==================== block 1
$ cat src/rtl/square_move_queue.sv
// Move snapshot queue: latches N_CH move words, drains the nonzero
// ones one per cycle over a valid/ready port. Define
// SQUARE_MOVE_QUEUE_CAPTURE_FIRST_EN for capture-priority ordering.
// Ports: clk, clear_n (async low), snap, move_in[N_CH*MOVE_W],
// out_ready -> out_valid, move_out, out_ch, busy, done, count.
module square_move_queue #(
  parameter int N_CH    = 16,
  parameter int MOVE_W  = 40,
  parameter int CAP_LSB = 24
) (
  input  logic                       clk,
  input  logic                       clear_n,
  input  logic                       snap,
  input  logic [N_CH*MOVE_W-1:0]     move_in,
  input  logic                       out_ready,
  output logic                       out_valid,
  output logic [MOVE_W-1:0]          move_out,
  output logic [$clog2(N_CH)-1:0]    out_ch,
  output logic                       busy,
  output logic                       done,
  output logic [$clog2(N_CH+1)-1:0]  count
);

  localparam int CH_W  = $clog2(N_CH);
  localparam int CNT_W = $clog2(N_CH+1);

  if (CAP_LSB + 6 > MOVE_W) begin : g_bad_cap
    $error("capture field exceeds move word");
  end

  typedef enum logic [1:0] {
    IDLE,
    DRAIN,
    DONE
  } state_t;

  state_t state;

  logic [N_CH-1:0][MOVE_W-1:0] buffer;
  logic [N_CH-1:0][MOVE_W-1:0] in_words;
  logic [N_CH-1:0][MOVE_W-1:0] words;
  logic [N_CH-1:0]             pending;
  logic [N_CH-1:0]             pend_nx;
  logic [CH_W-1:0]             sel;
  logic                        snap_take;
  logic                        accept;

  assign in_words  = move_in;
  assign snap_take = (state == IDLE) && snap;
  assign accept    = out_valid && out_ready;
  assign busy      = (state != IDLE);
  assign done      = (state == DONE);

  // Selection looks at next-cycle pending so move_out can be
  // registered while still sustaining one handoff per cycle.
  always_comb begin
    words   = snap_take ? in_words : buffer;
    pend_nx = pending;
    if (snap_take) begin
      for (int c = 0; c < N_CH; c++)
        pend_nx[c] = (in_words[c] != '0);
    end else if (accept) begin
      pend_nx[out_ch] = 1'b0;
    end
    sel = '0;
    for (int c = N_CH-1; c >= 0; c--)
      if (pend_nx[c]) sel = CH_W'(c);
`ifdef SQUARE_MOVE_QUEUE_CAPTURE_FIRST_EN
    for (int c = N_CH-1; c >= 0; c--)
      if (pend_nx[c] && (words[c][CAP_LSB +: 6] != '0))
        sel = CH_W'(c);
`endif
  end

  always_ff @(posedge clk or negedge clear_n) begin
    if (!clear_n) begin
      state     <= IDLE;
      buffer    <= '0;
      pending   <= '0;
      out_valid <= 1'b0;
      move_out  <= '0;
      out_ch    <= '0;
      count     <= '0;
    end else begin
      unique case (state)
        IDLE: begin
          if (snap) begin
            buffer    <= in_words;
            pending   <= pend_nx;
            count     <= '0;
            state     <= DRAIN;
            out_valid <= |pend_nx;
            move_out  <= words[sel];
            out_ch    <= sel;
          end
        end
        DRAIN: begin
          pending <= pend_nx;
          if (accept) count <= count + CNT_W'(1);
          if (pend_nx == '0) begin
            state     <= DONE;
            out_valid <= 1'b0;
            move_out  <= '0;
            out_ch    <= '0;
          end else begin
            out_valid <= 1'b1;
            move_out  <= words[sel];
            out_ch    <= sel;
          end
        end
        DONE: state <= IDLE;
        default: state <= IDLE;
      endcase
    end
  end

endmodule

$ cat config.mk
export PLATFORM = sky130hd
export DESIGN_NAME = square_move_queue
export DESIGN_NICKNAME = d
export VERILOG_FILES = /design/src/rtl/square_move_queue.sv
export SDC_FILE = /design/constraint.sdc
export NUM_CORES = 2
export LEC_CHECK = 0
export ABC_AREA = 1
export CAP_MARGIN = 0
export CORE_ASPECT_RATIO = 0.6
export CORE_UTILIZATION = 58
export CTS_BUF_LIST = sky130_fd_sc_hd__clkbuf_4 sky130_fd_sc_hd__clkbuf_8
export DETAILED_ROUTE_END_ITERATION = 10
export PLACE_DENSITY = 0.9
export SKIP_LAST_GASP = 1
export SYNTH_ARGS = -nofsm -noshare
export SYNTH_HDL_FRONTEND = slang
export SYNTH_SLANG_ARGS = --single-unit
export TNS_END_PERCENT = 10
$ cat constraint.sdc
create_clock -name clk -period 8.1 [get_ports clk]
set_input_delay 1.215 -clock clk [delete_from_list [all_inputs] [get_ports clk]]
set_output_delay 1.215 -clock clk [all_outputs]
set_load 0.02 [all_outputs]
==================== block 2
<file path="config.mk">
export PLATFORM = sky130hd
export DESIGN_NAME = cache_pmem_arbiter
export DESIGN_NICKNAME = d
export VERILOG_FILES = /design/src/rtl/cache_pmem_arbiter.sv
export SDC_FILE = /design/constraint.sdc
export NUM_CORES = 1
export LEC_CHECK = 0
export CORE_AREA = 2 2 547 549
export CTS_CLUSTER_SIZE = 28
export DETAILED_ROUTE_END_ITERATION = 12
export DIE_AREA = 0 0 549 551
export GPL_ROUTABILITY_DRIVEN = 1
export PLACE_DENSITY_LB_ADDON = 0.2
export SETUP_SLACK_MARGIN = 0.3
export SYNTH_ARGS = -nofsm -noshare
export SYNTH_HDL_FRONTEND = slang
export SYNTH_SLANG_ARGS = --single-unit
</file>
<file path="constraint.sdc">
create_clock -name clk -period 12.8 [get_ports clk]
set_clock_uncertainty 0.2 [all_clocks]
set_input_delay 3.84 -clock clk [delete_from_list [all_inputs] [get_ports clk]]
set_output_delay 3.84 -clock clk [all_outputs]
set_load 0.005 [all_outputs]
</file>
<file path="src/rtl/cache_pmem_arbiter.sv">
// cache_pmem_arbiter
//   Shares one physical-memory (cacheline adaptor) port between the
//   read-only instruction cache and the read/write-back data cache.
//   A request sampled in IDLE is granted and latched; the latched op,
//   address and write data are presented to memory until pmem_resp.
//   After each transaction there is one COOLDOWN cycle with commands low,
//   which gives the finished requester time to drop its request.
//   The D side has priority, except that a pending I request wins
//   whenever the previous grant went to D. This means I is bypassed by
//   at most one D transaction.
//
// Ports
//   clk, rst                     clock, asynchronous active-high reset
//   i_pmem_read/address          I-cache line-fill request
//   i_pmem_rdata/resp            I-cache line data / completion pulse
//   d_pmem_read/write/address    D-cache fill or write-back request
//   d_pmem_wdata                 D-cache write-back line
//   d_pmem_rdata/resp            D-cache line data / completion pulse
//   pmem_read/write/address      memory command (from latched request)
//   pmem_wdata                   memory write data (0 unless D write)
//   pmem_rdata/resp              memory read data / completion pulse
module cache_pmem_arbiter #(
  parameter int ADDR_W = 32,
  parameter int LINE_W = 256
) (
  input  logic              clk,
  input  logic              rst,
  input  logic              i_pmem_read,
  input  logic [ADDR_W-1:0] i_pmem_address,
  output logic [LINE_W-1:0] i_pmem_rdata,
  output logic              i_pmem_resp,
  input  logic              d_pmem_read,
  input  logic              d_pmem_write,
  input  logic [ADDR_W-1:0] d_pmem_address,
  input  logic [LINE_W-1:0] d_pmem_wdata,
  output logic [LINE_W-1:0] d_pmem_rdata,
  output logic              d_pmem_resp,
  output logic              pmem_read,
  output logic              pmem_write,
  output logic [ADDR_W-1:0] pmem_address,
  output logic [LINE_W-1:0] pmem_wdata,
  input  logic [LINE_W-1:0] pmem_rdata,
  input  logic              pmem_resp
);

  typedef enum logic [1:0] {IDLE, SERVE_I, SERVE_D, COOLDOWN} state_e;

  state_e              state_q, state_d;
  logic                last_was_d_q, last_was_d_d;
  logic                op_wr_q, op_wr_d;
  logic [ADDR_W-1:0]   addr_q, addr_d;
  logic [LINE_W-1:0]   wdata_q, wdata_d;

  logic d_req, grant_d, serving;

  assign d_req   = d_pmem_read | d_pmem_write;
  // D wins unless I is also waiting and D had the previous grant.
  assign grant_d = d_req & ~(i_pmem_read & last_was_d_q);

  always_comb begin
    state_d      = state_q;
    last_was_d_d = last_was_d_q;
    op_wr_d      = op_wr_q;
    addr_d       = addr_q;
    wdata_d      = wdata_q;
    case (state_q)
      IDLE: begin
        if (grant_d) begin
          state_d      = SERVE_D;
          // read+write together is treated as a write-back
          op_wr_d      = d_pmem_write;
          addr_d       = d_pmem_address;
          wdata_d      = d_pmem_write ? d_pmem_wdata : '0;
          last_was_d_d = 1'b1;
        end else if (i_pmem_read) begin
          state_d      = SERVE_I;
          op_wr_d      = 1'b0;
          addr_d       = i_pmem_address;
          wdata_d      = '0;
          last_was_d_d = 1'b0;
        end
      end
      SERVE_I, SERVE_D: if (pmem_resp) state_d = COOLDOWN;
      COOLDOWN:         state_d = IDLE;
      default:          state_d = IDLE;
    endcase
  end

  always_ff @(posedge clk or posedge rst) begin
    if (rst) begin
      state_q      <= IDLE;
      last_was_d_q <= 1'b0;
      op_wr_q      <= 1'b0;
      addr_q       <= '0;
      wdata_q      <= '0;
    end else begin
      state_q      <= state_d;
      last_was_d_q <= last_was_d_d;
      op_wr_q      <= op_wr_d;
      addr_q       <= addr_d;
      wdata_q      <= wdata_d;
    end
  end

  // Memory side sees only latched values, and only while serving.
  assign serving      = (state_q == SERVE_I) || (state_q == SERVE_D);
  assign pmem_read    = serving & ~op_wr_q;
  assign pmem_write   = serving &  op_wr_q;
  assign pmem_address = serving ? addr_q  : '0;
  assign pmem_wdata   = serving ? wdata_q : '0;

  assign i_pmem_resp  = (state_q == SERVE_I) & pmem_resp;
  assign d_pmem_resp  = (state_q == SERVE_D) & pmem_resp;
  assign i_pmem_rdata = pmem_rdata;
  assign d_pmem_rdata = pmem_rdata;

endmodule

</file>

==> layout pictures side by side <==
Signal wires on met2.
shot_01.png
Drawn at 2 px/µm.
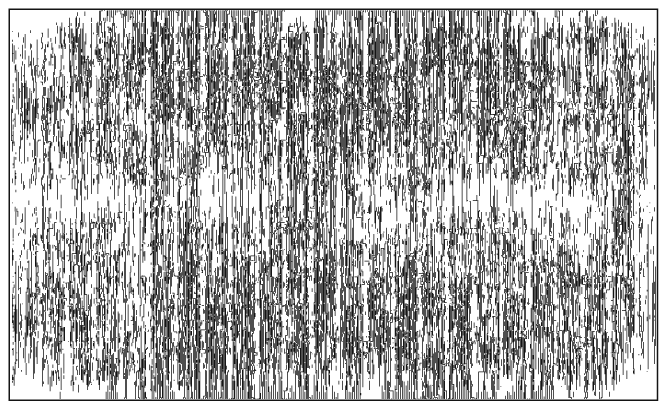
shot_02.png
Drawn at 1 px/µm.
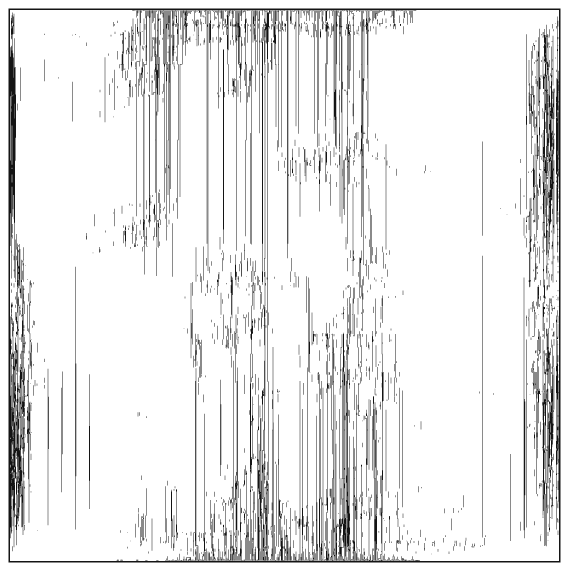
- block 1 = shot_01.png
- block 2 = shot_02.png
Of these, largest die: shot_02.png

Key to shot_02.png:
main direction = vertical
share of all routed wire = 42%

==> block_2/congestion.png <==
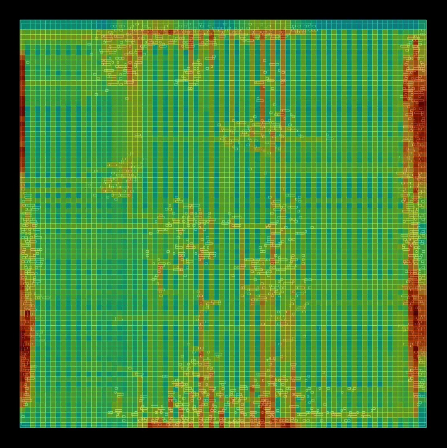
GR Util met1: 7.567%
WL/cell: 22.83 µm

==> results.py, block 2 <==
# Flow results
metrics = {
    "sta": {
        "tightest_slew_ps": 976.9,
    },
    "final_layout": {
        "comb_share_pct": 19.30,
        "nNonClkInverters": 3,
        "regMostFlops": "wdata_q",
        "dominant_cells": "flip-flops and latches",
        "post-route-util_pct": 8.521,
    },
    "worst_hold_path": {
        "min_path_cells": 2,
    },
    "power": {
        "power_leader": "combinational cells",
        "p_switching_mw": 2.429,
    },
    "synthesis": {
        "synth_area_mm2": 0.01652,
        "edf_count": 0,
        "ys.flops": 292,
        "ys_warn_count": 0,
    },
    "global_routing": {
        "grt_max_degree": 144,
    },
    "floorplanning": {
        "taps": 3939,
    },
    "cts": {
        "cts_buffers": 49,
    },
    "run_status": {
        "status": "finished, final reports clean",
    },
}
==> block 2: worst register-to-register path: stages (launching register included) <==
cell,delay [ps]
dfrtp_1,390
inv_1,150
ha_4,190
nand2_1,90
a21oi_4,170
buf_12,370
buf_4,1030
a22o_1,270
==> block 2: per-stage QoR <==
step                      setup slack [ps]  instance area [µm²]  cells  hold WS, ps  power, mW
final                                 3377                25250   5639        273.9      6.000
after global routing                  3349                25210   5626        299.7      6.538
after CTS                             3347                25190   5617        279.4      6.308
after detailed placement              3356                23470   5529        265.2      4.682
after global placement                3323                23470   5529        260.6      4.705
after floorplan                      697.6                16520   1568        241.8      2.796
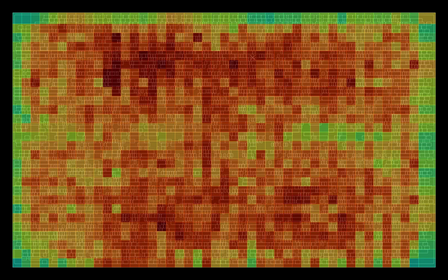
(block_1/congestion.png)
GR Util met1: 66.83%
WL/cell: 24.74 µm
routing usage on met3: 25.32%
fin util: 74.43%
Overall Global Routing Usage: 48.29%

==> results.py, block 1 <==
# Flow results
metrics = {
    "run_status": {
        "status": "complete, but fails checks",
        "failed_checks": "design-rule violations",
    },
    "synthesis": {
        "yosys_most_used_dff": "dfrtp_1",
        "most_common_cell": "nand2_1",
        "ys_cells": 4784,
        "synth-async-reset-ratio_pct": 100.0,
        "top_cells_by_count": "1497 x nand2_1, 879 x nand3_1, 708 x dfrtp_1",
        "synth_area_leader_cell": "dfrtp_1",
        "synthAdderAreaFrac_pct": 0.03482,
    },
    "detailed_routing": {
        "highest_layer": "met5",
        "wl_mm": 154.1,
        "drc": 2,
        "wl_met3_mm": 28.91,
    },
    "global_routing": {
        "grt_max_degree": 208,
        "grt_first_pass_wirelength_mm": 224.3,
    },
    "final_layout": {
        "reg_top3": "buffer: 640 flops, move_out: 40 flops, pending: 16 flops",
        "syn_to_final_growth_pct": 26.45,
        "drive_above_1_share_pct": 8.494,
    },
    "floorplanning": {
        "die_h_um": 194.8,
    },
    "setup_path": {
        "cp.required_ps": 8730,
        "r2r_slack_ps": 2330,
    },
    "place": {
        "numPortBuffers": 695,
    },
    "power": {
        "switching_share_pct": 48.34,
        "power.density_mw_per_mm2": 395.0,
    },
    "cts": {
        "cts_tree": "built",
        "ctsLongestPathBuffers": 3,
        "holdBufCountCts": 0,
    },
    "sta": {
        "slew_viol_final": 0,
    },
}
block 1: layout make-up:
class,instances,area (µm²),share of cell area [%]
inverters,409,1545,3.401
multi-input cells,3350,15340,33.77
diodes,8,20.02,0.04406
flip-flops and latches,708,17720,38.99
clock buffers,160,2052,4.516
repair buffers,744,7530,16.57
clock inverters,21,192.7,0.4241
well taps,828,1036,2.280
block 1: stage by stage:
stage	power [mW]	utilization [%]
global placement	13.99	70.72
floorplan	10.68	-
finish	17.95	74.43
global route	18.60	74.41
detailed placement	14.14	70.72
CTS	17.28	74.40

==================== block 3
==> block_3/io_placement.png <==
Drawn at 6 px/µm. Pins as bars across the die edge, other pins in gray.
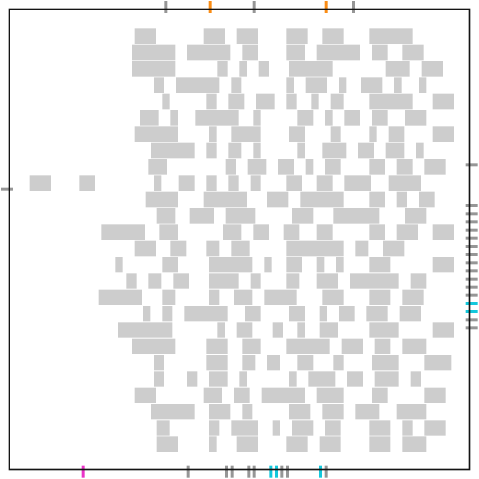

==> config.mk <==
export PLATFORM = sky130hd
export DESIGN_NAME = burst_address_arbiter
export DESIGN_NICKNAME = d
export VERILOG_FILES = /design/src/rtl/burst_address_arbiter.sv
export SDC_FILE = /design/constraint.sdc
export NUM_CORES = 1
export LEC_CHECK = 0
export CELL_PAD_IN_SITES_DETAIL_PLACEMENT = 2
export CELL_PAD_IN_SITES_GLOBAL_PLACEMENT = 2
export CORE_MARGIN = 2
export CORE_UTILIZATION = 25
export DETAILED_ROUTE_END_ITERATION = 8
export HOLD_SLACK_MARGIN = 0.08
export PLACE_DENSITY = 0.83
export SYNTH_ARGS = -nofsm -noshare
export SYNTH_HDL_FRONTEND = slang
export SYNTH_SLANG_ARGS = --single-unit
==> constraint.sdc <==
create_clock -name clock -period 2.2 [get_ports clock]
set_input_delay 0.44 -clock clock [delete_from_list [all_inputs] [get_ports clock]]
set_output_delay 0.44 -clock clock [all_outputs]
set_load 0.02 [all_outputs]
==> src/rtl/burst_address_arbiter.sv <==
// burst_address_arbiter
//
// Shares the frame-memory address sequence between two requesters. The
// winner's base and length are latched, one address is issued per clock
// with wrap from MAX_ADDRESS to 0, and a one-cycle done pulse marks the end
// of the burst.
//
// Build option: define BURST_ARB_RR_EN for round-robin arbitration with a
// last-granted pointer. Leave it undefined for fixed priority, where
// requester 0 always wins contention.
//
// Ports:
//   clock        rising-edge clock
//   reset        synchronous, active-high
//   req[1:0]     request per requester, held until its done bit
//   base0/base1  burst start address per requester
//   len0/len1    burst length per requester (0 allowed)
//   grant[1:0]   one-hot owner of the active burst, 0 otherwise
//   address      current memory address
//   addr_valid   address is a live burst address this cycle
//   done[1:0]    one-cycle pulse when the owner's burst ends
//   busy         high whenever the FSM is not idle
module burst_address_arbiter #(
    parameter int MAX_ADDRESS = 20,
    parameter int BITWIDTH    = 5,
    parameter int LEN_WIDTH   = 5
) (
    input  logic                 clock,
    input  logic                 reset,
    input  logic [1:0]           req,
    input  logic [BITWIDTH-1:0]  base0,
    input  logic [BITWIDTH-1:0]  base1,
    input  logic [LEN_WIDTH-1:0] len0,
    input  logic [LEN_WIDTH-1:0] len1,
    output logic [1:0]           grant,
    output logic [BITWIDTH-1:0]  address,
    output logic                 addr_valid,
    output logic [1:0]           done,
    output logic                 busy
);

    localparam logic [BITWIDTH-1:0] MAX_A = BITWIDTH'(MAX_ADDRESS);

    typedef enum logic [1:0] {
        IDLE,
        BURST,
        DONE
    } state_t;

    state_t               state;
    logic                 owner;      // index of the requester owning the burst
    logic [LEN_WIDTH-1:0] remaining;  // addresses still to issue after the current one

`ifdef BURST_ARB_RR_EN
    logic                 last;       // last-granted requester
`endif

    logic                 pick;
    logic [BITWIDTH-1:0]  sel_base;
    logic [BITWIDTH-1:0]  start_addr;
    logic [LEN_WIDTH-1:0] sel_len;
    logic [BITWIDTH-1:0]  next_addr;

    // Winner selection; only consumed when at least one request is high.
    always_comb begin
        pick = 1'b0;
        if (req == 2'b11) begin
`ifdef BURST_ARB_RR_EN
            pick = ~last;
`else
            pick = 1'b0;
`endif
        end else begin
            pick = ~req[0];
        end
    end

    always_comb begin
        sel_base   = pick ? base1 : base0;
        sel_len    = pick ? len1  : len0;
        // An out-of-range base starts the burst at address 0.
        start_addr = (sel_base > MAX_A) ? '0 : sel_base;
        next_addr  = (address == MAX_A) ? '0 : address + 1'b1;
    end

    always_ff @(posedge clock) begin
        if (reset) begin
            state      <= IDLE;
            grant      <= '0;
            address    <= '0;
            addr_valid <= 1'b0;
            done       <= '0;
            busy       <= 1'b0;
            owner      <= 1'b0;
            remaining  <= '0;
`ifdef BURST_ARB_RR_EN
            last       <= 1'b1;
`endif
        end else begin
            case (state)
                IDLE: begin
                    done <= '0;
                    if (|req) begin
                        owner <= pick;
                        busy  <= 1'b1;
`ifdef BURST_ARB_RR_EN
                        last  <= pick;
`endif
                        if (sel_len == '0) begin
                            // Empty burst: straight to completion, address untouched.
                            state <= DONE;
                            done  <= {pick, ~pick};
                        end else begin
                            state      <= BURST;
                            grant      <= {pick, ~pick};
                            addr_valid <= 1'b1;
                            address    <= start_addr;
                            remaining  <= sel_len - 1'b1;
                        end
                    end
                end

                BURST: begin
                    if (remaining == '0) begin
                        state      <= DONE;
                        grant      <= '0;
                        addr_valid <= 1'b0;
                        done       <= {owner, ~owner};
                    end else begin
                        address   <= next_addr;
                        remaining <= remaining - 1'b1;
                    end
                end

                DONE: begin
                    state <= IDLE;
                    done  <= '0;
                    busy  <= 1'b0;
                end

                default: begin
                    state      <= IDLE;
                    grant      <= '0;
                    addr_valid <= 1'b0;
                    done       <= '0;
                    busy       <= 1'b0;
                end
            endcase
        end
    end

endmodule
==================== block 4
<file path="src/rtl/accel_mem_pkg.sv">
`default_nettype none
// ============================================================================
//  Module  : accel_mem_pkg
//  Purpose : Shared constants, types and helpers for the shared-SRAM arbiter.
//            Holds the requester count, requester-id encoding (including the
//            "no owner" idle id), read-latency bounds and access classifier.
//  Ports   : none (package)
//  Rev     : 1.0  initial release
// ============================================================================
package accel_mem_pkg;

  localparam int NUM_REQ    = 3;
  localparam int ID_W       = 2;
  localparam int RD_LAT_MIN = 1;
  localparam int RD_LAT_MAX = 4;

  typedef logic [ID_W-1:0] req_id_t;

  // Id value marking an empty slot in the read-owner pipeline.
  localparam req_id_t ID_IDLE = 2'd3;

  typedef enum logic [1:0] {
    ACC_NONE  = 2'd0,
    ACC_READ  = 2'd1,
    ACC_WRITE = 2'd2
  } acc_kind_t;

  // A write strobe always wins: a combined read+write is executed as a write.
  function automatic acc_kind_t classify(input logic rreq, input logic [3:0] wreq);
    if (|wreq)     return ACC_WRITE;
    else if (rreq) return ACC_READ;
    else           return ACC_NONE;
  endfunction

  function automatic req_id_t onehot_to_id(input logic [NUM_REQ-1:0] oh);
    if (oh[0])      return 2'd0;
    else if (oh[1]) return 2'd1;
    else if (oh[2]) return 2'd2;
    else            return ID_IDLE;
  endfunction

  // Rotation pointer value after a grant to requester id.
  function automatic logic [ID_W-1:0] ptr_after(input req_id_t id);
    return (id == 2'd2) ? 2'd0 : id + 2'd1;
  endfunction

endpackage : accel_mem_pkg
`default_nettype wire

</file>
<file path="src/rtl/mem_arbiter_rr_pick3.sv">
`default_nettype none
// ============================================================================
//  Module  : rr_pick3
//  Purpose : Combinational three-way round-robin pick. The pointer names the
//            requester with highest priority; the others follow in ascending
//            order modulo 3.
//  Ports   : req  in  [3]  eligible requests
//            ptr  in  [2]  highest-priority requester (0..2)
//            gnt  out [3]  one-hot winner, all zero when nothing requests
//  Rev     : 1.0  initial release
// ============================================================================
module rr_pick3
  import accel_mem_pkg::*;
(
  input  logic [NUM_REQ-1:0] req,
  input  logic [ID_W-1:0]    ptr,
  output logic [NUM_REQ-1:0] gnt
);

  always_comb begin
    gnt = '0;
    case (ptr)
      2'd1: begin
        if      (req[1]) gnt = 3'b010;
        else if (req[2]) gnt = 3'b100;
        else if (req[0]) gnt = 3'b001;
      end
      2'd2: begin
        if      (req[2]) gnt = 3'b100;
        else if (req[0]) gnt = 3'b001;
        else if (req[1]) gnt = 3'b010;
      end
      // Pointer value 3 never occurs; treat it like 0.
      default: begin
        if      (req[0]) gnt = 3'b001;
        else if (req[1]) gnt = 3'b010;
        else if (req[2]) gnt = 3'b100;
      end
    endcase
  end

endmodule : rr_pick3
`default_nettype wire

</file>
<file path="src/rtl/mem_arbiter.sv">
`default_nettype none
// ============================================================================
//  Module  : mem_arbiter
//  Purpose : Round-robin arbiter sharing one SRAM port between three
//            requesters. One access is issued per cycle; read results are
//            routed back to their owner RD_LAT cycles after the grant via an
//            id pipeline, so reads from different requesters may overlap.
//  Ports   : clk               clock, rising edge
//            rst               asynchronous active-low reset
//            Mn_R_req/W_req    read request / byte write enables (n=0..2)
//            Mn_addr/W_data    word address / write data
//            Mn_gnt            access of requester n is on S_* this cycle
//            Mn_R_valid/R_data read return (data zero when not valid)
//            Mn_err            sticky: read and write requested together
//            S_R_req/W_req/addr/W_data  SRAM command (all zero when idle)
//            S_R_data          SRAM read data
//            busy              grant active or read in flight
//  Rev     : 1.0  initial release
// ============================================================================
module mem_arbiter
  import accel_mem_pkg::*;
#(
  parameter int ADDR_W = 32,
  parameter int DATA_W = 32,
  parameter int RD_LAT = 1
) (
  input  logic              clk,
  input  logic              rst,
  input  logic              M0_R_req,
  input  logic [3:0]        M0_W_req,
  input  logic [ADDR_W-1:0] M0_addr,
  input  logic [DATA_W-1:0] M0_W_data,
  output logic              M0_gnt,
  output logic              M0_R_valid,
  output logic [DATA_W-1:0] M0_R_data,
  output logic              M0_err,
  input  logic              M1_R_req,
  input  logic [3:0]        M1_W_req,
  input  logic [ADDR_W-1:0] M1_addr,
  input  logic [DATA_W-1:0] M1_W_data,
  output logic              M1_gnt,
  output logic              M1_R_valid,
  output logic [DATA_W-1:0] M1_R_data,
  output logic              M1_err,
  input  logic              M2_R_req,
  input  logic [3:0]        M2_W_req,
  input  logic [ADDR_W-1:0] M2_addr,
  input  logic [DATA_W-1:0] M2_W_data,
  output logic              M2_gnt,
  output logic              M2_R_valid,
  output logic [DATA_W-1:0] M2_R_data,
  output logic              M2_err,
  output logic              S_R_req,
  output logic [3:0]        S_W_req,
  output logic [ADDR_W-1:0] S_addr,
  output logic [DATA_W-1:0] S_W_data,
  input  logic [DATA_W-1:0] S_R_data,
  output logic              busy
);

  // Out-of-range latencies are clamped into the supported window.
  localparam int LAT = (RD_LAT < RD_LAT_MIN) ? RD_LAT_MIN :
                       (RD_LAT > RD_LAT_MAX) ? RD_LAT_MAX : RD_LAT;

  // ---------------------------------------------------------------- inputs
  logic [NUM_REQ-1:0] w_rreq;
  logic [3:0]         w_wreq  [NUM_REQ];
  logic [ADDR_W-1:0]  w_addr  [NUM_REQ];
  logic [DATA_W-1:0]  w_wdata [NUM_REQ];

  assign w_rreq     = {M2_R_req, M1_R_req, M0_R_req};
  assign w_wreq[0]  = M0_W_req;
  assign w_wreq[1]  = M1_W_req;
  assign w_wreq[2]  = M2_W_req;
  assign w_addr[0]  = M0_addr;
  assign w_addr[1]  = M1_addr;
  assign w_addr[2]  = M2_addr;
  assign w_wdata[0] = M0_W_data;
  assign w_wdata[1] = M1_W_data;
  assign w_wdata[2] = M2_W_data;

  // ---------------------------------------------------------------- state
  logic               r_en;        // arbitration enabled one edge after reset release
  logic [ID_W-1:0]    r_ptr;
  logic [NUM_REQ-1:0] r_gnt;
  logic               r_s_rreq;
  logic [3:0]         r_s_wreq;
  logic [ADDR_W-1:0]  r_s_addr;
  logic [DATA_W-1:0]  r_s_wdata;
  req_id_t            r_issue_id;  // read owner of the access on S_* now
  req_id_t            r_pipe [1:LAT];
  logic [NUM_REQ-1:0] r_err;

  // ---------------------------------------------------------------- pick
  logic [NUM_REQ-1:0] w_active;
  logic [NUM_REQ-1:0] w_conflict;
  logic [NUM_REQ-1:0] w_elig;
  logic [NUM_REQ-1:0] w_pick;

  always_comb begin
    for (int i = 0; i < NUM_REQ; i++) begin
      w_active[i]   = w_rreq[i] | (|w_wreq[i]);
      w_conflict[i] = w_rreq[i] & (|w_wreq[i]);
    end
  end

  // A request seen while its own grant is high is the one being served now,
  // so it is masked rather than granted a second time.
  assign w_elig = w_active & ~r_gnt & {NUM_REQ{r_en}};

  rr_pick3 u_pick (
    .req (w_elig),
    .ptr (r_ptr),
    .gnt (w_pick)
  );

  req_id_t           w_win_id;
  acc_kind_t         w_win_kind;
  logic [3:0]        w_win_we;
  logic [ADDR_W-1:0] w_win_addr;
  logic [DATA_W-1:0] w_win_wdata;

  always_comb begin
    w_win_id    = onehot_to_id(w_pick);
    w_win_kind  = ACC_NONE;
    w_win_we    = '0;
    w_win_addr  = '0;
    w_win_wdata = '0;
    for (int i = 0; i < NUM_REQ; i++) begin
      if (w_pick[i]) begin
        w_win_kind  = classify(w_rreq[i], w_wreq[i]);
        w_win_we    = w_wreq[i];
        w_win_addr  = w_addr[i];
        w_win_wdata = w_wdata[i];
      end
    end
  end

  // ---------------------------------------------------------------- registers
  always_ff @(posedge clk or negedge rst) begin
    if (!rst) begin
      r_en       <= 1'b0;
      r_ptr      <= '0;
      r_gnt      <= '0;
      r_s_rreq   <= 1'b0;
      r_s_wreq   <= '0;
      r_s_addr   <= '0;
      r_s_wdata  <= '0;
      r_issue_id <= ID_IDLE;
      r_err      <= '0;
      for (int k = 1; k <= LAT; k++) r_pipe[k] <= ID_IDLE;
    end else begin
      r_en  <= 1'b1;
      r_gnt <= w_pick;
      r_err <= r_err | (w_pick & w_conflict);

      if (|w_pick) begin
        r_ptr     <= ptr_after(w_win_id);
        r_s_rreq  <= (w_win_kind == ACC_READ);
        r_s_wreq  <= w_win_we;
        r_s_addr  <= w_win_addr;
        r_s_wdata <= (w_win_kind == ACC_WRITE) ? w_win_wdata : '0;
      end else begin
        r_s_rreq  <= 1'b0;
        r_s_wreq  <= '0;
        r_s_addr  <= '0;
        r_s_wdata <= '0;
      end

      r_issue_id <= (w_win_kind == ACC_READ) ? w_win_id : ID_IDLE;
      // Slot k holds the owner of the read granted k cycles ago.
      r_pipe[1] <= r_issue_id;
      for (int k = 2; k <= LAT; k++) r_pipe[k] <= r_pipe[k-1];
    end
  end

  // ---------------------------------------------------------------- returns
  logic [NUM_REQ-1:0] w_rvalid;
  logic               w_busy;

  always_comb begin
    for (int i = 0; i < NUM_REQ; i++) begin
      w_rvalid[i] = (r_pipe[LAT] == req_id_t'(i));
    end
  end

  always_comb begin
    w_busy = |r_gnt;
    for (int k = 1; k <= LAT; k++) begin
      if (r_pipe[k] != ID_IDLE) w_busy = 1'b1;
    end
  end

  // ---------------------------------------------------------------- outputs
  assign M0_gnt     = r_gnt[0];
  assign M1_gnt     = r_gnt[1];
  assign M2_gnt     = r_gnt[2];
  assign M0_err     = r_err[0];
  assign M1_err     = r_err[1];
  assign M2_err     = r_err[2];
  assign M0_R_valid = w_rvalid[0];
  assign M1_R_valid = w_rvalid[1];
  assign M2_R_valid = w_rvalid[2];
  assign M0_R_data  = w_rvalid[0] ? S_R_data : '0;
  assign M1_R_data  = w_rvalid[1] ? S_R_data : '0;
  assign M2_R_data  = w_rvalid[2] ? S_R_data : '0;
  assign S_R_req    = r_s_rreq;
  assign S_W_req    = r_s_wreq;
  assign S_addr     = r_s_addr;
  assign S_W_data   = r_s_wdata;
  assign busy       = w_busy;

endmodule : mem_arbiter
`default_nettype wire

</file>
<file path="config.mk">
export PLATFORM = sky130hd
export DESIGN_NAME = mem_arbiter
export DESIGN_NICKNAME = d
export VERILOG_FILES = /design/src/rtl/accel_mem_pkg.sv /design/src/rtl/mem_arbiter_rr_pick3.sv /design/src/rtl/mem_arbiter.sv
export SDC_FILE = /design/constraint.sdc
export NUM_CORES = 1
export LEC_CHECK = 0
export CAP_MARGIN = 20
export CORE_AREA = 2 2 162 164
export CTS_CLUSTER_DIAMETER = 150
export DETAILED_ROUTE_END_ITERATION = 10
export DIE_AREA = 0 0 164 166
export SLEW_MARGIN = 20
export SYNTH_ARGS = -nofsm -noshare
export SYNTH_HDL_FRONTEND = slang
export SYNTH_HIERARCHICAL = 1
export SYNTH_SLANG_ARGS = --single-unit
</file>
<file path="constraint.sdc">
create_clock -name clk -period 2.79 [get_ports clk]
set_input_delay 0.6975 -clock clk [delete_from_list [all_inputs] [get_ports clk]]
set_output_delay 0.6975 -clock clk [all_outputs]
set_load 0.01 [all_outputs]
</file>
==================== block 5
`config.mk`:
```
export PLATFORM = sky130hd
export DESIGN_NAME = ram_block_copy_flat
export DESIGN_NICKNAME = d
export VERILOG_FILES = /design/src/rtl/ram_block_copy_if.sv /design/src/rtl/ram_block_copy.sv /design/src/flat_wrapper.sv
export SDC_FILE = /design/constraint.sdc
export NUM_CORES = 1
export LEC_CHECK = 0
export ABC_AREA = 0
export CORE_AREA = 2 2 105 107
export DETAILED_ROUTE_END_ITERATION = 8
export DIE_AREA = 0 0 107 109
export PLACE_DENSITY = 0.84
export SLEW_MARGIN = 15
export SYNTH_ARGS = -nofsm -noshare
export SYNTH_HDL_FRONTEND = slang
export SYNTH_SLANG_ARGS = --single-unit
export TNS_END_PERCENT = 50
```
`constraint.sdc`:
```
create_clock -name clk -period 4 [get_ports clk]
set_clock_uncertainty 0.15 [all_clocks]
set_input_delay 1.2 -clock clk [delete_from_list [all_inputs] [get_ports clk]]
set_output_delay 1.2 -clock clk [all_outputs]
set_load 0.05 [all_outputs]
```
`src/rtl/ram_block_copy_if.sv`:
```
// Control and RAM-port bundle for ram_block_copy.
// master = the copy engine, slave = the CPU-side control plus the RAM instance.
interface ram_block_copy_if #(
  parameter int ADDR_W = 14,
  parameter int DATA_W = 16
);
  // start is a one-cycle request that is only sampled while the engine is idle.
  // While busy is high the engine owns the RAM port. done pulses for one cycle
  // when a copy completes normally.
  logic              start;
  logic              abort;
  logic [ADDR_W-1:0] src_base;
  logic [ADDR_W-1:0] dst_base;
  logic [ADDR_W:0]   length;
  logic              busy;
  logic              done;
  logic [ADDR_W:0]   words_done;
  logic [ADDR_W-1:0] ram_address;
  logic [DATA_W-1:0] ram_in;
  logic              ram_load;
  logic [DATA_W-1:0] ram_out;

  modport master (
    input  start, abort, src_base, dst_base, length, ram_out,
    output busy, done, words_done, ram_address, ram_in, ram_load
  );

  modport slave (
    output start, abort, src_base, dst_base, length, ram_out,
    input  busy, done, words_done, ram_address, ram_in, ram_load
  );
endinterface

```
`src/rtl/ram_block_copy.sv`:
```
// Block copy engine: reads one word, then writes it, for each word of a RAM region.
// Optional macro RAM_COPY_OVERLAP_EN enables descending (memmove-safe) copies.
module ram_block_copy #(
  parameter int ADDR_W = 14,
  parameter int DATA_W = 16
) (
  input  logic                  clk,
  input  logic                  reset,
  ram_block_copy_if.master      bus,
  output logic [1:0]            dbg_state
);
  typedef enum logic [1:0] {
    S_IDLE  = 2'd0,
    S_READ  = 2'd1,
    S_WRITE = 2'd2,
    S_DONE  = 2'd3
  } state_t;

  localparam logic [ADDR_W-1:0] PTR_ONE = ADDR_W'(1);
  localparam logic [ADDR_W:0]   CNT_ONE = (ADDR_W+1)'(1);

  state_t            state;
  logic [ADDR_W-1:0] src_ptr;
  logic [ADDR_W-1:0] dst_ptr;
  logic [ADDR_W:0]   remaining;
  logic              desc;
  logic [DATA_W-1:0] hold;
  logic [ADDR_W-1:0] addr_r;
  logic              load_r;
  logic              busy_r;
  logic              done_r;
  logic [ADDR_W:0]   words_done_r;

  logic              start_desc;
  logic [ADDR_W-1:0] src_init;
  logic [ADDR_W-1:0] dst_init;
  logic [ADDR_W-1:0] src_next;
  logic [ADDR_W-1:0] dst_next;

`ifdef RAM_COPY_OVERLAP_EN
  // Unwrapped compare: the destination starts inside the source block above its base.
  logic [ADDR_W+1:0] src_end;
  assign src_end    = {2'b00, bus.src_base} + {1'b0, bus.length};
  assign start_desc = ({2'b00, bus.dst_base} > {2'b00, bus.src_base}) &&
                      ({2'b00, bus.dst_base} < src_end);
`else
  assign start_desc = 1'b0;
`endif

  assign src_init = start_desc ? bus.src_base + bus.length[ADDR_W-1:0] - PTR_ONE : bus.src_base;
  assign dst_init = start_desc ? bus.dst_base + bus.length[ADDR_W-1:0] - PTR_ONE : bus.dst_base;
  assign src_next = desc ? src_ptr - PTR_ONE : src_ptr + PTR_ONE;
  assign dst_next = desc ? dst_ptr - PTR_ONE : dst_ptr + PTR_ONE;

  // RAM port outputs are registered alongside the state so start/abort never reach it combinationally.
  always_ff @(posedge clk or posedge reset) begin
    if (reset) begin
      state        <= S_IDLE;
      src_ptr      <= '0;
      dst_ptr      <= '0;
      remaining    <= '0;
      desc         <= 1'b0;
      hold         <= '0;
      addr_r       <= '0;
      load_r       <= 1'b0;
      busy_r       <= 1'b0;
      done_r       <= 1'b0;
      words_done_r <= '0;
    end else begin
      case (state)
        S_IDLE: begin
          done_r <= 1'b0;
          if (bus.start) begin
            src_ptr      <= src_init;
            dst_ptr      <= dst_init;
            remaining    <= bus.length;
            desc         <= start_desc;
            words_done_r <= '0;
            if (bus.length != '0) begin
              state  <= S_READ;
              busy_r <= 1'b1;
              addr_r <= src_init;
            end else begin
              state  <= S_DONE;
              done_r <= 1'b1;
            end
          end
        end
        S_READ: begin
          hold <= bus.ram_out;
          if (bus.abort) begin
            state  <= S_IDLE;
            busy_r <= 1'b0;
          end else begin
            state  <= S_WRITE;
            addr_r <= dst_ptr;
            load_r <= 1'b1;
          end
        end
        S_WRITE: begin
          // This edge commits the word even when abort is high, so it is always counted.
          load_r       <= 1'b0;
          src_ptr      <= src_next;
          dst_ptr      <= dst_next;
          remaining    <= remaining - CNT_ONE;
          words_done_r <= words_done_r + CNT_ONE;
          if (bus.abort) begin
            state  <= S_IDLE;
            busy_r <= 1'b0;
          end else if (remaining != CNT_ONE) begin
            state  <= S_READ;
            addr_r <= src_next;
          end else begin
            state  <= S_DONE;
            busy_r <= 1'b0;
            done_r <= 1'b1;
          end
        end
        S_DONE: begin
          state  <= S_IDLE;
          done_r <= 1'b0;
        end
        default: state <= S_IDLE;
      endcase
    end
  end

  assign bus.ram_address = addr_r;
  assign bus.ram_in      = hold;
  assign bus.ram_load    = load_r;
  assign bus.busy        = busy_r;
  assign bus.done        = done_r;
  assign bus.words_done  = words_done_r;
  assign dbg_state       = state;
endmodule

```
`src/flat_wrapper.sv`:
```
// flat-port wrapper written by rule: the top's interface ports become plain ports
module ram_block_copy_flat 
#(
  parameter int ADDR_W = 14,
  parameter int DATA_W = 16
)
  (clk, reset, dbg_state, bus_start, bus_abort, bus_src_base, bus_dst_base, bus_length, bus_ram_out, bus_busy, bus_done, bus_words_done, bus_ram_address, bus_ram_in, bus_ram_load);
  ram_block_copy_if #(.ADDR_W(ADDR_W), .DATA_W(DATA_W)) bus_i ();
  input  logic clk;
  input  logic reset;
  output logic [1:0] dbg_state;
  input wire logic [$bits(bus_i.start)-1:0] bus_start;
  input wire logic [$bits(bus_i.abort)-1:0] bus_abort;
  input wire logic [$bits(bus_i.src_base)-1:0] bus_src_base;
  input wire logic [$bits(bus_i.dst_base)-1:0] bus_dst_base;
  input wire logic [$bits(bus_i.length)-1:0] bus_length;
  input wire logic [$bits(bus_i.ram_out)-1:0] bus_ram_out;
  output wire logic [$bits(bus_i.busy)-1:0] bus_busy;
  output wire logic [$bits(bus_i.done)-1:0] bus_done;
  output wire logic [$bits(bus_i.words_done)-1:0] bus_words_done;
  output wire logic [$bits(bus_i.ram_address)-1:0] bus_ram_address;
  output wire logic [$bits(bus_i.ram_in)-1:0] bus_ram_in;
  output wire logic [$bits(bus_i.ram_load)-1:0] bus_ram_load;
  assign bus_i.start = bus_start;
  assign bus_i.abort = bus_abort;
  assign bus_i.src_base = bus_src_base;
  assign bus_i.dst_base = bus_dst_base;
  assign bus_i.length = bus_length;
  assign bus_i.ram_out = bus_ram_out;
  assign bus_busy = bus_i.busy;
  assign bus_done = bus_i.done;
  assign bus_words_done = bus_i.words_done;
  assign bus_ram_address = bus_i.ram_address;
  assign bus_ram_in = bus_i.ram_in;
  assign bus_ram_load = bus_i.ram_load;
  ram_block_copy #(.ADDR_W(ADDR_W), .DATA_W(DATA_W)) u_core (.clk(clk), .reset(reset), .bus(bus_i), .dbg_state(dbg_state));
endmodule
```
==> block_3/congestion.png <==
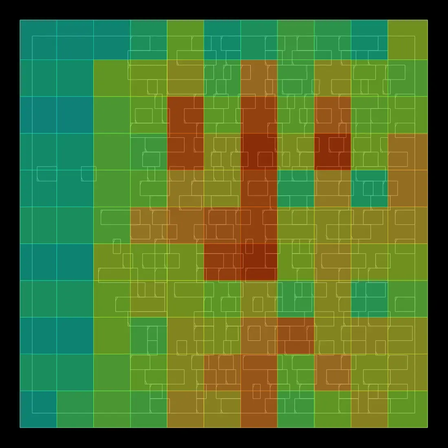
Overall Global Routing Usage: 17.03%
routing usage on met3: 3.199%
met2 Use GR: 28.76%
fin util: 40.38%

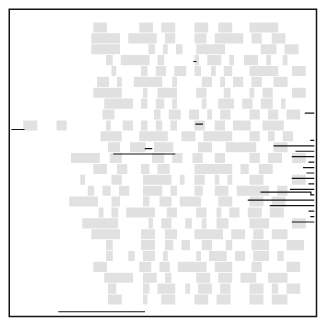
(block_3/layer_met3.png)
Drawn at 4 px/µm. Cells faint in the background.
longest straight run = 21.4 µm
share of all routed wire = 2.5%
wire length on this layer = 131 µm
routed via count: 1420
Post-Route WL: 5.175 mm

## Picture notes: block_3/io_placement.png
base1 -> cyan  # pins 5, direction input, edge 3 bottom, 2 right
grant -> orange  # pins 2, direction output, edge top
clock -> magenta  # pins 1, direction input, edge bottom
all pins by edge = 17 right, 12 bottom, 5 top, 1 left
I/O Buffers: 34
die height: 76.46 µm
Die Wd: 76.46 µm

==> results.py, block 3 <==
# Flow results
metrics = {
    "power": {
        "p_switching_mw": 0.6953,
        "power_frac_clock_pct": 14.4,
    },
    "sta": {
        "period_used_pct": 98.19,
        "setup-violations-final": 0,
        "slew_viol_final": 0,
    },
    "setup_path": {
        "crit_chain": "clkdlybuf4s50_1 > buf_6 > buf_4 > nor2_1 > nor3_2 > buf_4 > a2bb2oi_4 > buf_12 > a311oi_1 > o32ai_1",
        "r2r_slack_ps": 290,
    },
    "run_status": {
        "status": "finished, final reports clean",
    },
    "place": {
        "placed_cell_area_mm2": 0.001907,
    },
    "final_layout": {
        "dominant_cells": "combinational gates",
        "comb_share_pct": 45.42,
        "n_all_buffers": 63,
        "drive_above_1_share_pct": 28.57,
        "final-clk-cell-share_pct": 2.259,
    },
    "cts": {
        "worstSkewPairLatency_ps": 260,
        "post-cts-setup-buffers": 1,
    },
    "detailed_routing": {
        "wire_per_inst_um": 18.48,
    },
    "floorplanning": {
        "fp-row-count": 26,
    },
    "job": {
        "warnings": 28,
    },
    "synthesis": {
        "synth_cell_types": 45,
        "ys_warn_count": 0,
    },
    "global_routing": {
        "overflow": 0,
    },
}
-- block 3: registers in the layout, indices dropped and copies added (netlist names) --
register / cells
remaining: 5
done: 2
addr_valid: 1
state: 2
grant: 2
busy: 1
address: 5
owner: 1
-- block 3: kinds of logic (layout without fill, tap and decap cells) --
family | Yosys count | in the layout | synth area share [%]
compound gates | 43 | 43 | 24.79
buf+inv | 17 | 75 | 6.006
flops | 19 | 19 | 28.98
fa+ha+maj | 3 | 3 | 2.860
mux | 18 | 18 | 14.30
simple gates | 52 | 52 | 23.07
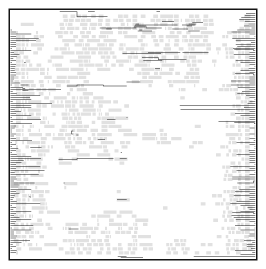
(block_4/layer_met3.png)
Drawn at 1.5 px/µm. Cells faint in the background.
share of all routed wire = 9.3%
wire length on this layer = 2120 µm
longest straight run = 49.9 µm
Post-Route WL: 22.88 mm
routing usage on met3: 4.895%

==> results.py, block 4 <==
# Flow results
metrics = {
    "run_status": {
        "status": "finished, final reports clean",
    },
    "setup_path": {
        "r2r_slack_ps": 220,
        "critical_path_class": "input pin to flip-flop",
        "cp-start-kind": "input pin",
        "regToRegStartpoint": "r_ptr[0]",
    },
    "synthesis": {
        "synth-async-reset-ratio_pct": 100.0,
        "ys_warn_count": 6,
        "syn-num-nets": 728,
        "synth_xor_xnor_area_share_pct": 0,
    },
    "detailed_routing": {
        "vias_per_cell": 4.352,
        "met2_length_mm": 11.80,
        "highest_layer": "met4",
    },
    "power": {
        "totalPowerFinal_mw": 7.504,
    },
    "floorplanning": {
        "taps": 335,
        "die_area_mm2": 0.02722,
    },
    "cts": {
        "htree_num_levels": 3,
        "cts-root-buf": "clkbuf_16",
    },
    "place": {
        "numPortBuffers": 415,
    },
    "sta": {
        "tightest_slew_ps": 551.0,
        "slew_viol_final": 0,
    },
    "final_layout": {
        "final_cell_count_no_fill": 1252,
    },
}
==> block 4: worst max-delay path, stage by stage <==
cell and delay (ps):
dlygate4sd2_1 260, or4_4 450, nor2_4 110, nor3b_2 60, buf_4 150, buf_4 120
a21boi_4 150, buf_12 130, or4bb_4 540, o32ai_4 180, or2_4 170
==> block 4: registers in the layout, indices dropped and copies added (netlist names) <==
register    flops
r_issue_id      2
S_addr         32
S_W_data       32
r_en            1
r_pipe          2
S_W_req         4
r_err           3
r_gnt           3
S_R_req         1
r_ptr           2
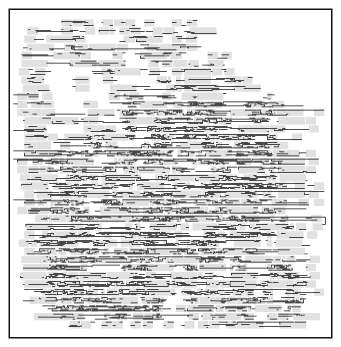
(block_5/layer_met1.png)
Drawn at 3 px/µm. Cells faint in the background.
main direction = horizontal
share of all routed wire = 41%
GR Util met1: 34.52%
routed via count: 5170
Post-Route WL: 14.56 mm

==> results.py, block 5 <==
# Flow results
metrics = {
    "worst_hold_path": {
        "worstHoldPathType": "flip-flop to flip-flop",
    },
    "floorplanning": {
        "taps": 140,
        "die_w_um": 107,
        "die_h_um": 109,
    },
    "setup_path": {
        "cp_num_cells": 7,
        "cp.required_ps": 4100,
        "r2r-end": "u_core.bus.ram_address[7]",
        "critPathMaxStageDelay_ps": 440,
        "cp-start-kind": "input pin",
    },
    "synthesis": {
        "ys_cells": 586,
        "yosys_most_used_dff": "dfrtp_1",
        "synthAdderAreaFrac_pct": 2.332,
        "synth_xor_xnor_area_share_pct": 2.611,
        "ys_top_logic_family": "AND-OR/OR-AND gates",
        "synthAoiAreaFrac_pct": 19.98,
    },
    "power": {
        "p_leak_nw": 2.646,
        "power.density_mw_per_mm2": 852.0,
    },
    "cts": {
        "worstSkewPairLatency_ps": 360,
        "holdBufCountCts": 0,
    },
    "detailed_routing": {
        "highest_layer": "met4",
        "drt_iter0_markers": 435,
    },
    "final_layout": {
        "post-route-util_pct": 64.09,
        "lay_top_count": "clkdlybuf4s50_1",
        "layout_top_cells": "112 x clkdlybuf4s50_1, 93 x dfrtp_1, 61 x a21oi_1",
        "sh_seq_area_pct": 34.25,
    },
    "global_routing": {
        "globalRouteMet2Util_pct": 42.49,
        "grt-busiest-layer": "met2",
        "grt_max_degree": 57,
    },
    "run_status": {
        "status": "finished, final reports clean",
    },
    "sta": {
        "whs_ps": 365.0,
    },
}
## block 5: sequential cells by signal, indices dropped and copies added (netlist names)
register and cells:
u_core.remaining 15, u_core.bus.ram_in 16, u_core.bus.words_done 15, u_core.bus.ram_load 1
u_core.dst_ptr 14, u_core.bus.busy 1, u_core.dbg_state 2, u_core.bus.done 1
u_core.bus.ram_address 14, u_core.src_ptr 14
## block 5: report_power, final
| part | internal (mW) | total (mW) | switching, mW |
|---|---|---|---|
| clock | 0.260 | 0.601 | 0.340 |
| combinational | 1.36 | 3.36 | 2.01 |
| sequential | 1.35 | 1.82 | 0.472 |
| total | 2.97 | 5.79 | 2.82 |


==> gallery <==
The metal 3 layer.
panel A
Drawn at 2 px/µm. Cells faint in the background.
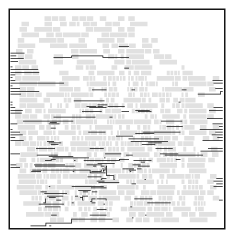
panel B
Drawn at 1 px/µm. Cells faint in the background.
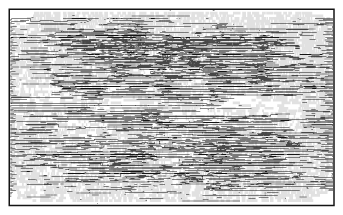
panel C
Drawn at 1 px/µm. Cells faint in the background.
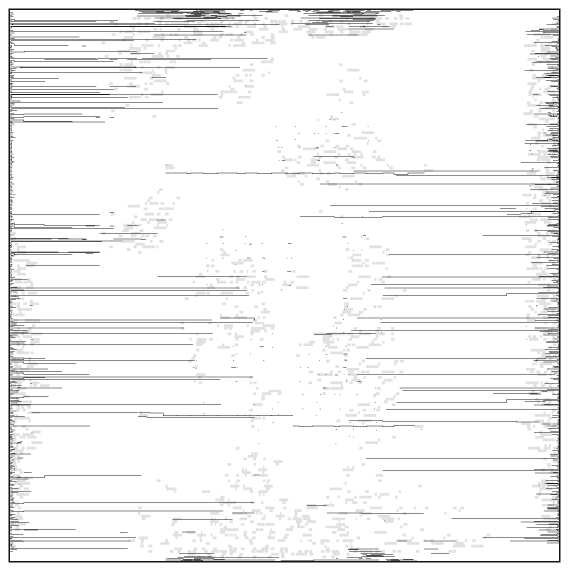
- smallest die: panel A
- largest die: panel C
Panel B is block 1.
Panel A is block 5.
Panel C is block 2.

Key to panel A:
main direction = horizontal
longest straight run = 28.8 µm
nets with wire on the layer = 122

Power and IR drop assume default switching activity.
